######## block 1 ########
Fig. 1: block 1, placement by cell class
Fill, decap, tap and diode cells in grey.
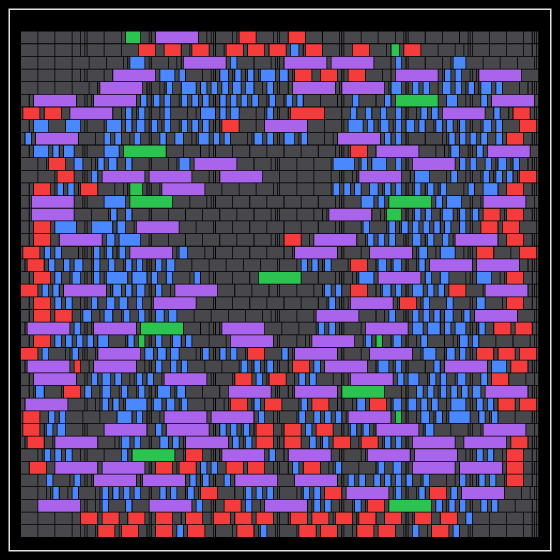
Fig. 2: block 1, where the registers sit
Scale bar: 20 µm. Other sequential cells in the stronger grey, the rest of the logic in the fainter grey.
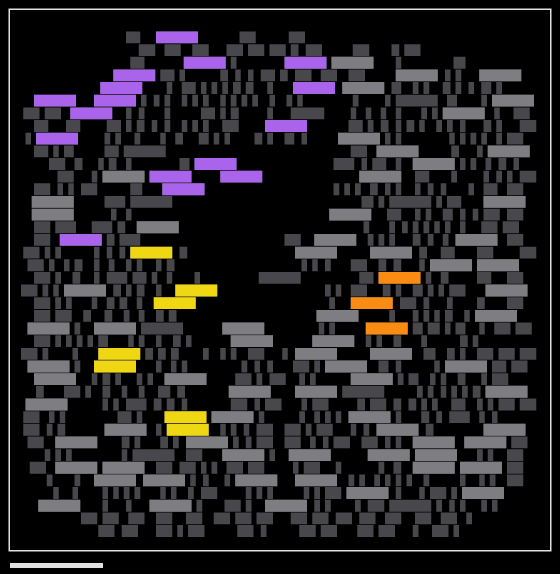
[src/rtl/pingpong_ctrl.sv]
// pingpong_ctrl: writes producer words into PINGPONG_RAM in fixed-length frames
// (port A) and streams full banks out to the SPI transmitter (port B).
// Ports: s_valid/s_data/s_ready   producer word stream in
//        ram_addra/wea/dina/finisha/readya   RAM write port + bank handover
//        ram_addrb/finishb/doutb/readyb      RAM read port + bank release
//        m_valid/m_data/m_last/m_ready       word stream to SPI
//        wr_frames/rd_frames                 committed/released frame counters
module pingpong_ctrl #(
    parameter int DW        = 16,
    parameter int AW        = 7,
    parameter int FRAME_LEN = 64
) (
    input  logic          clk,
    input  logic          rst,
    input  logic          s_valid,
    input  logic [DW-1:0] s_data,
    output logic          s_ready,
    output logic [AW-1:0] ram_addra,
    output logic          ram_wea,
    output logic [DW-1:0] ram_dina,
    output logic          ram_finisha,
    input  logic          ram_readya,
    output logic [AW-1:0] ram_addrb,
    output logic          ram_finishb,
    input  logic [DW-1:0] ram_doutb,
    input  logic          ram_readyb,
    output logic          m_valid,
    output logic [DW-1:0] m_data,
    output logic          m_last,
    input  logic          m_ready,
    output logic [15:0]   wr_frames,
    output logic [15:0]   rd_frames
);
    localparam logic [AW-1:0] LAST = AW'(FRAME_LEN - 1);

    typedef enum logic [1:0] {W_IDLE, W_FILL, W_FIN, W_SETTLE} wstate_t;
    typedef enum logic [2:0] {
        R_IDLE, R_ADDR, R_DATA, R_HOLD, R_FIN, R_SETTLE
    } rstate_t;

    // ---------------- write side ----------------
    wstate_t       w_state, w_state_d;
    logic [AW-1:0] wptr, wptr_d;
    logic          s_ready_d, wea_d, finisha_d;
    logic [AW-1:0] addra_d;
    logic [DW-1:0] dina_d;
    logic [15:0]   wr_frames_d;

    always_comb begin
        w_state_d   = w_state;
        wptr_d      = wptr;
        s_ready_d   = s_ready;
        wea_d       = 1'b0;
        addra_d     = ram_addra;
        dina_d      = ram_dina;
        finisha_d   = 1'b0;
        wr_frames_d = wr_frames;
        unique case (w_state)
            W_IDLE: begin
                if (ram_readya) begin
                    s_ready_d = 1'b1;
                    w_state_d = W_FILL;
                end
            end
            W_FILL: begin
                if (s_valid && s_ready) begin
                    wea_d   = 1'b1;
                    addra_d = wptr;
                    dina_d  = s_data;
                    if (wptr == LAST) begin
                        s_ready_d = 1'b0;
                        w_state_d = W_FIN;
                    end else begin
                        wptr_d = wptr + AW'(1);
                    end
                end
            end
            // The last write is on the RAM port during this state, so the
            // handover pulse is raised only once that write has retired.
            W_FIN: begin
                finisha_d   = 1'b1;
                wr_frames_d = wr_frames + 16'd1;
                wptr_d      = '0;
                w_state_d   = W_SETTLE;
            end
            // ram_readya may still reflect the old bank while it swaps.
            W_SETTLE: w_state_d = W_IDLE;
            default:  w_state_d = W_IDLE;
        endcase
    end

    always_ff @(posedge clk or posedge rst) begin
        if (rst) begin
            w_state     <= W_IDLE;
            wptr        <= '0;
            s_ready     <= 1'b0;
            ram_wea     <= 1'b0;
            ram_addra   <= '0;
            ram_dina    <= '0;
            ram_finisha <= 1'b0;
            wr_frames   <= '0;
        end else begin
            w_state     <= w_state_d;
            wptr        <= wptr_d;
            s_ready     <= s_ready_d;
            ram_wea     <= wea_d;
            ram_addra   <= addra_d;
            ram_dina    <= dina_d;
            ram_finisha <= finisha_d;
            wr_frames   <= wr_frames_d;
        end
    end

    // ---------------- read side ----------------
    rstate_t       r_state, r_state_d;
    logic [AW-1:0] rptr, rptr_d;
    logic          m_valid_d, m_last_d, finishb_d;
    logic [DW-1:0] m_data_d;
    logic [15:0]   rd_frames_d;

    always_comb begin
        r_state_d   = r_state;
        rptr_d      = rptr;
        m_valid_d   = m_valid;
        m_data_d    = m_data;
        m_last_d    = m_last;
        finishb_d   = 1'b0;
        rd_frames_d = rd_frames;
        unique case (r_state)
            R_IDLE: begin
                if (ram_readyb) r_state_d = R_ADDR;
            end
            R_ADDR: r_state_d = R_DATA;
            R_DATA: begin
                m_data_d  = ram_doutb;
                m_valid_d = 1'b1;
                m_last_d  = (rptr == LAST);
                r_state_d = R_HOLD;
            end
            R_HOLD: begin
                if (m_ready) begin
                    m_valid_d = 1'b0;
                    m_last_d  = 1'b0;
                    if (m_last) begin
                        finishb_d   = 1'b1;
                        rd_frames_d = rd_frames + 16'd1;
                        r_state_d   = R_FIN;
                    end else begin
                        rptr_d    = rptr + AW'(1);
                        r_state_d = R_ADDR;
                    end
                end
            end
            R_FIN: begin
                rptr_d    = '0;
                r_state_d = R_SETTLE;
            end
            R_SETTLE: r_state_d = R_IDLE;
            default:  r_state_d = R_IDLE;
        endcase
    end

    // ram_addrb follows the next pointer so the address is already on the
    // RAM port during R_ADDR, and ram_doutb is valid when R_DATA samples it.
    always_ff @(posedge clk or posedge rst) begin
        if (rst) begin
            r_state     <= R_IDLE;
            rptr        <= '0;
            ram_addrb   <= '0;
            m_valid     <= 1'b0;
            m_data      <= '0;
            m_last      <= 1'b0;
            ram_finishb <= 1'b0;
            rd_frames   <= '0;
        end else begin
            r_state     <= r_state_d;
            rptr        <= rptr_d;
            ram_addrb   <= rptr_d;
            m_valid     <= m_valid_d;
            m_data      <= m_data_d;
            m_last      <= m_last_d;
            ram_finishb <= finishb_d;
            rd_frames   <= rd_frames_d;
        end
    end
endmodule

[config.mk]
export PLATFORM = sky130hd
export DESIGN_NAME = pingpong_ctrl
export DESIGN_NICKNAME = d
export VERILOG_FILES = /design/src/rtl/pingpong_ctrl.sv
export SDC_FILE = /design/constraint.sdc
export NUM_CORES = 1
export LEC_CHECK = 0
export ABC_AREA = 1
export CAP_MARGIN = 5
export CELL_PAD_IN_SITES_DETAIL_PLACEMENT = 1
export CELL_PAD_IN_SITES_GLOBAL_PLACEMENT = 1
export CORE_MARGIN = 2
export CORE_UTILIZATION = 35
export CTS_BUF_LIST = sky130_fd_sc_hd__clkbuf_16
export DETAILED_ROUTE_END_ITERATION = 10
export MAX_ROUTING_LAYER = met4
export PLACE_DENSITY = 0.86
export RECOVER_POWER = 100
export SLEW_MARGIN = 5
export SYNTH_ARGS = -nofsm -noshare
export SYNTH_HDL_FRONTEND = slang
export SYNTH_SLANG_ARGS = --single-unit
export TNS_END_PERCENT = 20
[constraint.sdc]
create_clock -name clk -period 4.1 [get_ports clk]
set_input_delay 0.82 -clock clk [delete_from_list [all_inputs] [get_ports clk]]
set_output_delay 0.82 -clock clk [all_outputs]
set_load 0.02 [all_outputs]
==> flow_summary.ini <==
; generated from flow reports
[timing]
fin_skew_ns = 0.00724
hold_slack_ns = 0.467
worst_slack_ns = 1.38
fin_crit_ns = 2.72
finalSetupTns_ns = 0
slew_violations = 50
max_slew.worst_pin.slew_ns = 2.31
slew_headroom_pct = -55.1

[clock_network]
cts_setup_buffers = 0
htreeDepth = 3
postCtsResizedCells = 0
clk_pin_slew_ns = 0.06

[floorplan]
io_pins = 122

[run]
drv_cap = 1

[final_layout]
comb_area_mm2 = 0.00173
diodes = 0
seq_cells = 96

[yosys]
synthTopCellsByArea = dfrtp_1 55%, nand2_1 19%, inv_1 3.8%
xor_area_share_pct = 4.38
avgSynthCellArea_um2 = 8.26
ys_seq_share_pct = 54.7
synthesis.area_mm2 = 0.00439
yosys_cells = 532
ys_warn_count = 0
ys.flops = 96

[pwr]
pwr-share-comb_pct = 40.0
clockPowerShare_pct = 21.2

[placed_design]
place_congestion = 0.873
dpl.hpwl_um = 9190
pre_cts_ws_ns = 1.36

[drt]
wl_met3_um = 400
wl_met2_um = 6630

[global_routing]
busiest_layer = met2
grt_pass1_vias = 4339
grt_pass1_wl_um = 20900

[setup_path]
critPathMaxFanout = 20
crit_path_start_kind = primary input
endpoint_kind = flop

[run_status]
status = finished with violations
violations = capacitance limit, slew limit

[hold_path]
hp-class = flop to flop
hold_path_end = ram_dina[12]
Notes on Fig. 1 above:
Blue marks combinational and other logic, cells 426, share of their area 33%. Purple marks sequential cells, cells 96, share of their area 41%. Red marks remaining buffers and delay cells, cells 123, share of their area 21%. Green marks clock drivers and dummy loads, cells 16, share of their area 4.6%.
final instance area: 0.00603 mm²
fin util: 49.8%
CORE AREA: 0.0121 mm²
num rows: 40

Notes on Fig. 2 above:
Orange marks r_state, sequential cells 3. Yellow marks wptr, sequential cells 7. Purple marks wr_frames, sequential cells 16.
Another 70 sequential cells are not coloured.
register area: 0.00240 mm²
sequential cell area share: 39.9%
sequential group power: 0.00141 W

power groups by stage:
stage / combinational [W] / clock [W] / sequential [W]
2_1_floorplan: 0.000588 / 0 / 0.00167
3_3_place_gp: 0.00148 / 0 / 0.00141
3_5_place_dp: 0.00156 / 0 / 0.00143
4_1_cts: 0.00157 / 0.000794 / 0.00142
5_1_grt: 0.00161 / 0.000834 / 0.00145
6_report: 0.00145 / 0.000769 / 0.00141
worst max-delay path, delay by kind of cell:
family | cells | cell delay (ns)
and+or+nand+nor | 3 | 0.41
buffers and inverters | 2 | 1.27
AOI/OAI and AO/OA | 2 | 0.42

######## block 2 ########
Fig. 3: block 2, routed clock nets over the placement
Scale bar: 20 µm.
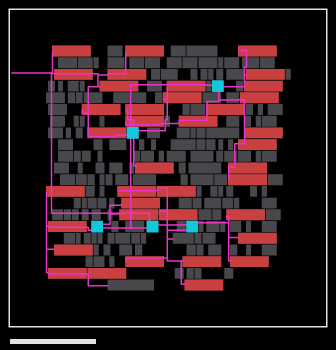
Fig. 4: block 2, where the registers sit
Scale bar: 20 µm. Other sequential cells in the stronger grey, the rest of the logic in the fainter grey.
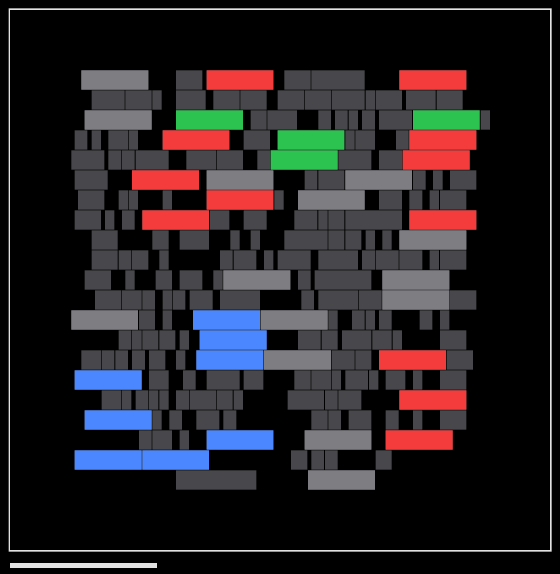
File: config.mk
export PLATFORM = sky130hd
export DESIGN_NAME = acc_wrap_framer
export DESIGN_NICKNAME = d
export VERILOG_FILES = /design/src/rtl/acc_pkg.sv /design/src/rtl/acc_wrap_detect.sv /design/src/rtl/acc_wrap_framer.sv
export SDC_FILE = /design/constraint.sdc
export NUM_CORES = 1
export LEC_CHECK = 0
export CORE_MARGIN = 8
export CORE_UTILIZATION = 59
export DETAILED_ROUTE_END_ITERATION = 16
export GPL_TIMING_DRIVEN = 0
export PLACE_DENSITY = 0.84
export SKIP_CTS_REPAIR_TIMING = 1
export SYNTH_ARGS = -nofsm -noshare
export SYNTH_HDL_FRONTEND = slang
export SYNTH_SLANG_ARGS = --single-unit
export TNS_END_PERCENT = 1
File: constraint.sdc
create_clock -name clk -period 4.6 [get_ports clk]
set_clock_uncertainty 0.2 [all_clocks]
set_input_delay 0.92 -clock clk [delete_from_list [all_inputs] [get_ports clk]]
set_output_delay 0.92 -clock clk [all_outputs]
set_load 0.05 [all_outputs]
File: src/rtl/acc_pkg.sv
// Shared types and constants for the 4-bit accumulator and its downstream wrap framer.
package acc_pkg;

  localparam int ACC_W         = 4;
  localparam int FRAME_LEN_DEF = 16;
  localparam int WRAP_W_DEF    = 8;

  typedef enum logic [1:0] {
    IDLE = 2'd0,
    RUN  = 2'd1,
    HOLD = 2'd2
  } state_t;

endpackage

File: src/rtl/acc_wrap_detect.sv
// Flags a wrap whenever the accumulator value drops below the previous cycle's value.
module acc_wrap_detect
  import acc_pkg::*;
(
  input  logic             clk,
  input  logic             clear,
  input  logic [ACC_W-1:0] acc_in,
  output logic             wrap,
  output logic             wrap_pulse
);

  logic [ACC_W-1:0] prev_acc;

  // The addend never exceeds 15, so a carry always leaves a strictly smaller value.
  assign wrap = (acc_in < prev_acc);

  always_ff @(posedge clk or posedge clear) begin
    if (clear) begin
      prev_acc   <= '0;
      wrap_pulse <= 1'b0;
    end else begin
      prev_acc   <= acc_in;
      wrap_pulse <= wrap;
    end
  end

endmodule

File: src/rtl/acc_wrap_framer.sv
// Counts accumulator wraps over a programmable frame and hands out {wrap count, final value}.
module acc_wrap_framer
  import acc_pkg::*;
#(
  parameter int FRAME_LEN = FRAME_LEN_DEF,
  parameter int WRAP_W    = WRAP_W_DEF
) (
  input  logic                    clk,
  input  logic                    clear,
  input  logic [ACC_W-1:0]        acc_in,
  input  logic                    start,
  output logic                    busy,
  output logic                    wrap_pulse,
  output logic                    out_valid,
  input  logic                    out_ready,
  output logic [WRAP_W+ACC_W-1:0] out_total,
  output logic                    out_ovf
);

  // Handshake: out_valid rises once per frame and stays high with out_total/out_ovf
  // frozen until the edge where out_valid && out_ready; it drops after that edge.

  state_t            state;
  logic [7:0]        cyc_cnt;
  logic [WRAP_W-1:0] wrap_cnt;
  logic              ovf;
  logic              wrap;

  logic [WRAP_W-1:0] wrap_cnt_next;
  logic              ovf_next;
  logic              last_cycle;

  acc_wrap_detect u_detect (
    .clk        (clk),
    .clear      (clear),
    .acc_in     (acc_in),
    .wrap       (wrap),
    .wrap_pulse (wrap_pulse)
  );

  // Saturating count; the final RUN cycle's wrap must land in the captured result.
  always_comb begin
    wrap_cnt_next = wrap_cnt;
    ovf_next      = ovf;
    if (wrap) begin
      if (&wrap_cnt) begin
        ovf_next = 1'b1;
      end else begin
        wrap_cnt_next = wrap_cnt + 1'b1;
      end
    end
  end

  assign last_cycle = (cyc_cnt == 8'(FRAME_LEN - 1));
  assign busy       = (state == RUN) || (state == HOLD);

  always_ff @(posedge clk or posedge clear) begin
    if (clear) begin
      state     <= IDLE;
      cyc_cnt   <= '0;
      wrap_cnt  <= '0;
      ovf       <= 1'b0;
      out_valid <= 1'b0;
      out_total <= '0;
      out_ovf   <= 1'b0;
    end else begin
      case (state)
        IDLE: begin
          if (start) begin
            state    <= RUN;
            cyc_cnt  <= '0;
            wrap_cnt <= '0;
            ovf      <= 1'b0;
          end
        end
        RUN: begin
          cyc_cnt  <= cyc_cnt + 8'd1;
          wrap_cnt <= wrap_cnt_next;
          ovf      <= ovf_next;
          if (last_cycle) begin
            out_total <= {wrap_cnt_next, acc_in};
            out_ovf   <= ovf_next;
            out_valid <= 1'b1;
            state     <= HOLD;
          end
        end
        HOLD: begin
          if (out_ready) begin
            out_valid <= 1'b0;
            state     <= IDLE;
          end
        end
        default: begin
          state     <= IDLE;
          out_valid <= 1'b0;
        end
      endcase
    end
  end

endmodule

==> flow_summary.ini <==
; generated from flow reports
[floorplan]
die-area_mm2 = 0.00539
fp_util_pct = 59.8
die_w_um = 73.4
io_pins = 24

[placed_design]
port_buffers = 23
placed_cells = 254
dpl.hpwl_um = 2860
pre_cts_ws_ns = 1.20
place_congestion = 0.805

[timing]
max_freq_mhz = 329
fin_crit_ns = 3.04
slew_headroom_pct = 49.1
hold_violations = 0
max_slew.worst_pin.slew_ns = 0.762
timing.final.crit_share_pct = 66.1
hold_slack_ns = 0.287

[clock_network]
clk_pin_slew_ns = 0.11
htreeDepth = 2
cts_tree = yes
clockRootBuffer = clkbuf_4
cts_made_buffers = 5

[setup_path]
endpoint_kind = flop
startpoint = acc_in[2]
crit_path_start_kind = primary input
path_depth = 7
critPathMaxFanout = 8
r2r_start = wrap_cnt[0]
r2r_end = out_total[5]
worstPathArrival_ns = 3.06
path_class = primary input to flop
rrSetupSlack_ns = 2.11

[pwr]
top_power_group = sequential cells
p_int_w = 0.000634
powerComb_w = 0.000343
power_density_mw_per_mm2 = 430
pwr-share-seq_pct = 42.3
ir_drop_mv = 0.313

[yosys]
syn_nets = 202
ys_async_sr_fraction_pct = 100
simple_gate_share_pct = 18.4
logic_family = simple AND/OR/NAND/NOR gates
synthTopCellsByCount = 38 x dfrtp_1, 21 x nand2_1, 17 x o21ai_0
yosys_cells = 185
ys_seq_share_pct = 48.8
yosys.area.top_type = dfrtp_1
ys_types = 40
edf_count = 0
mux_share_pct = 4.18
ys_area_mm2 = 0.00195
ys_warn_count = 0
yosys.area_share.aoi_pct = 17.0

[final_layout]
drive_above_1_share_pct = 11.2
stdcell_count = 261
area_delta_synth_final_pct = 19.0
finish.net_count = 232
diodes = 0
mostFrequentLayoutCell = dfrtp_1
largest_reg_flops = 12
fin_area_mm2 = 0.00232

[drt]
antenna_left = 0
detail_route.iter0.violations = 106
wire_per_inst_um = 15.1
drc_errors = 0

[global_routing]
grt_pass1_wl_um = 7000
antenna_found_initial = 0

[run_status]
status = complete, no violations
About Fig. 3:
Cyan marks clock drivers, count 5. Red marks flip-flops, count 38. Magenta marks clock wires, length 456 µm.
There are 6 routed clock nets.
clock latency (worst-skew pair): 0.34 ns
clk pwr: 0.000231 W

About Fig. 4:
Blue marks cyc_cnt, sequential cells 8. Green marks u_detect.prev_acc, sequential cells 4, where north. Red marks out_total, sequential cells 12.
Another 14 sequential cells are not coloured.
fin util: 71.1%
sequential group power: 0.000421 W
register area: 951 µm²
sequential cell area share: 41.1%

==> area by class of cell <==
class | instances | area share [%]
Inverter | 9 | 1.46
Clock buffer | 6 | 2.22
Timing Repair Buffer | 23 | 9.94
Buffer | 7 | 1.51
Clock inverter | 1 | 1.30
Multi-Input combinational cell | 131 | 40.0
Tap cell | 46 | 2.49
Sequential cell | 38 | 41.1
==> layer usage <==
layer  wire length, µm  part of all wire (%)  global-route usage (%)
met3               182                   4.6                    5.46
met5                 0                     0                       0
met2              1960                    49                    28.3
met1              1740                    44                    17.5
met4                72                   1.8                    9.98


==> layout pictures side by side <==
Metal layers overlaid.
Scale bar: 20 µm. Only two layers are drawn.
picture 1
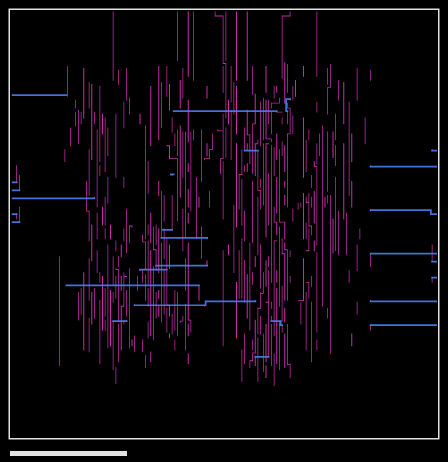
picture 2
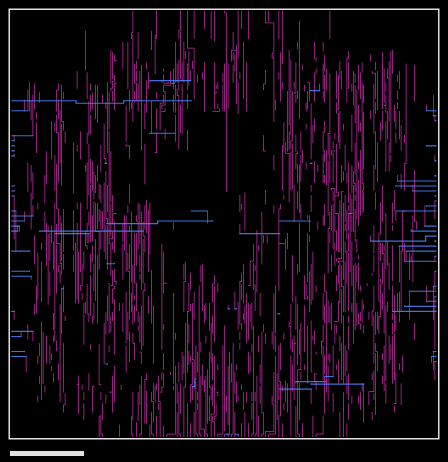
The one with the most wire is picture 2.
The one with the largest die is picture 2.
- block 1 = picture 2
- block 2 = picture 1

Key to picture 2:
Magenta marks metal 2, wire length 6,630 µm. Blue marks metal 3, wire length 400 µm.

Power and IR drop assume default switching activity.
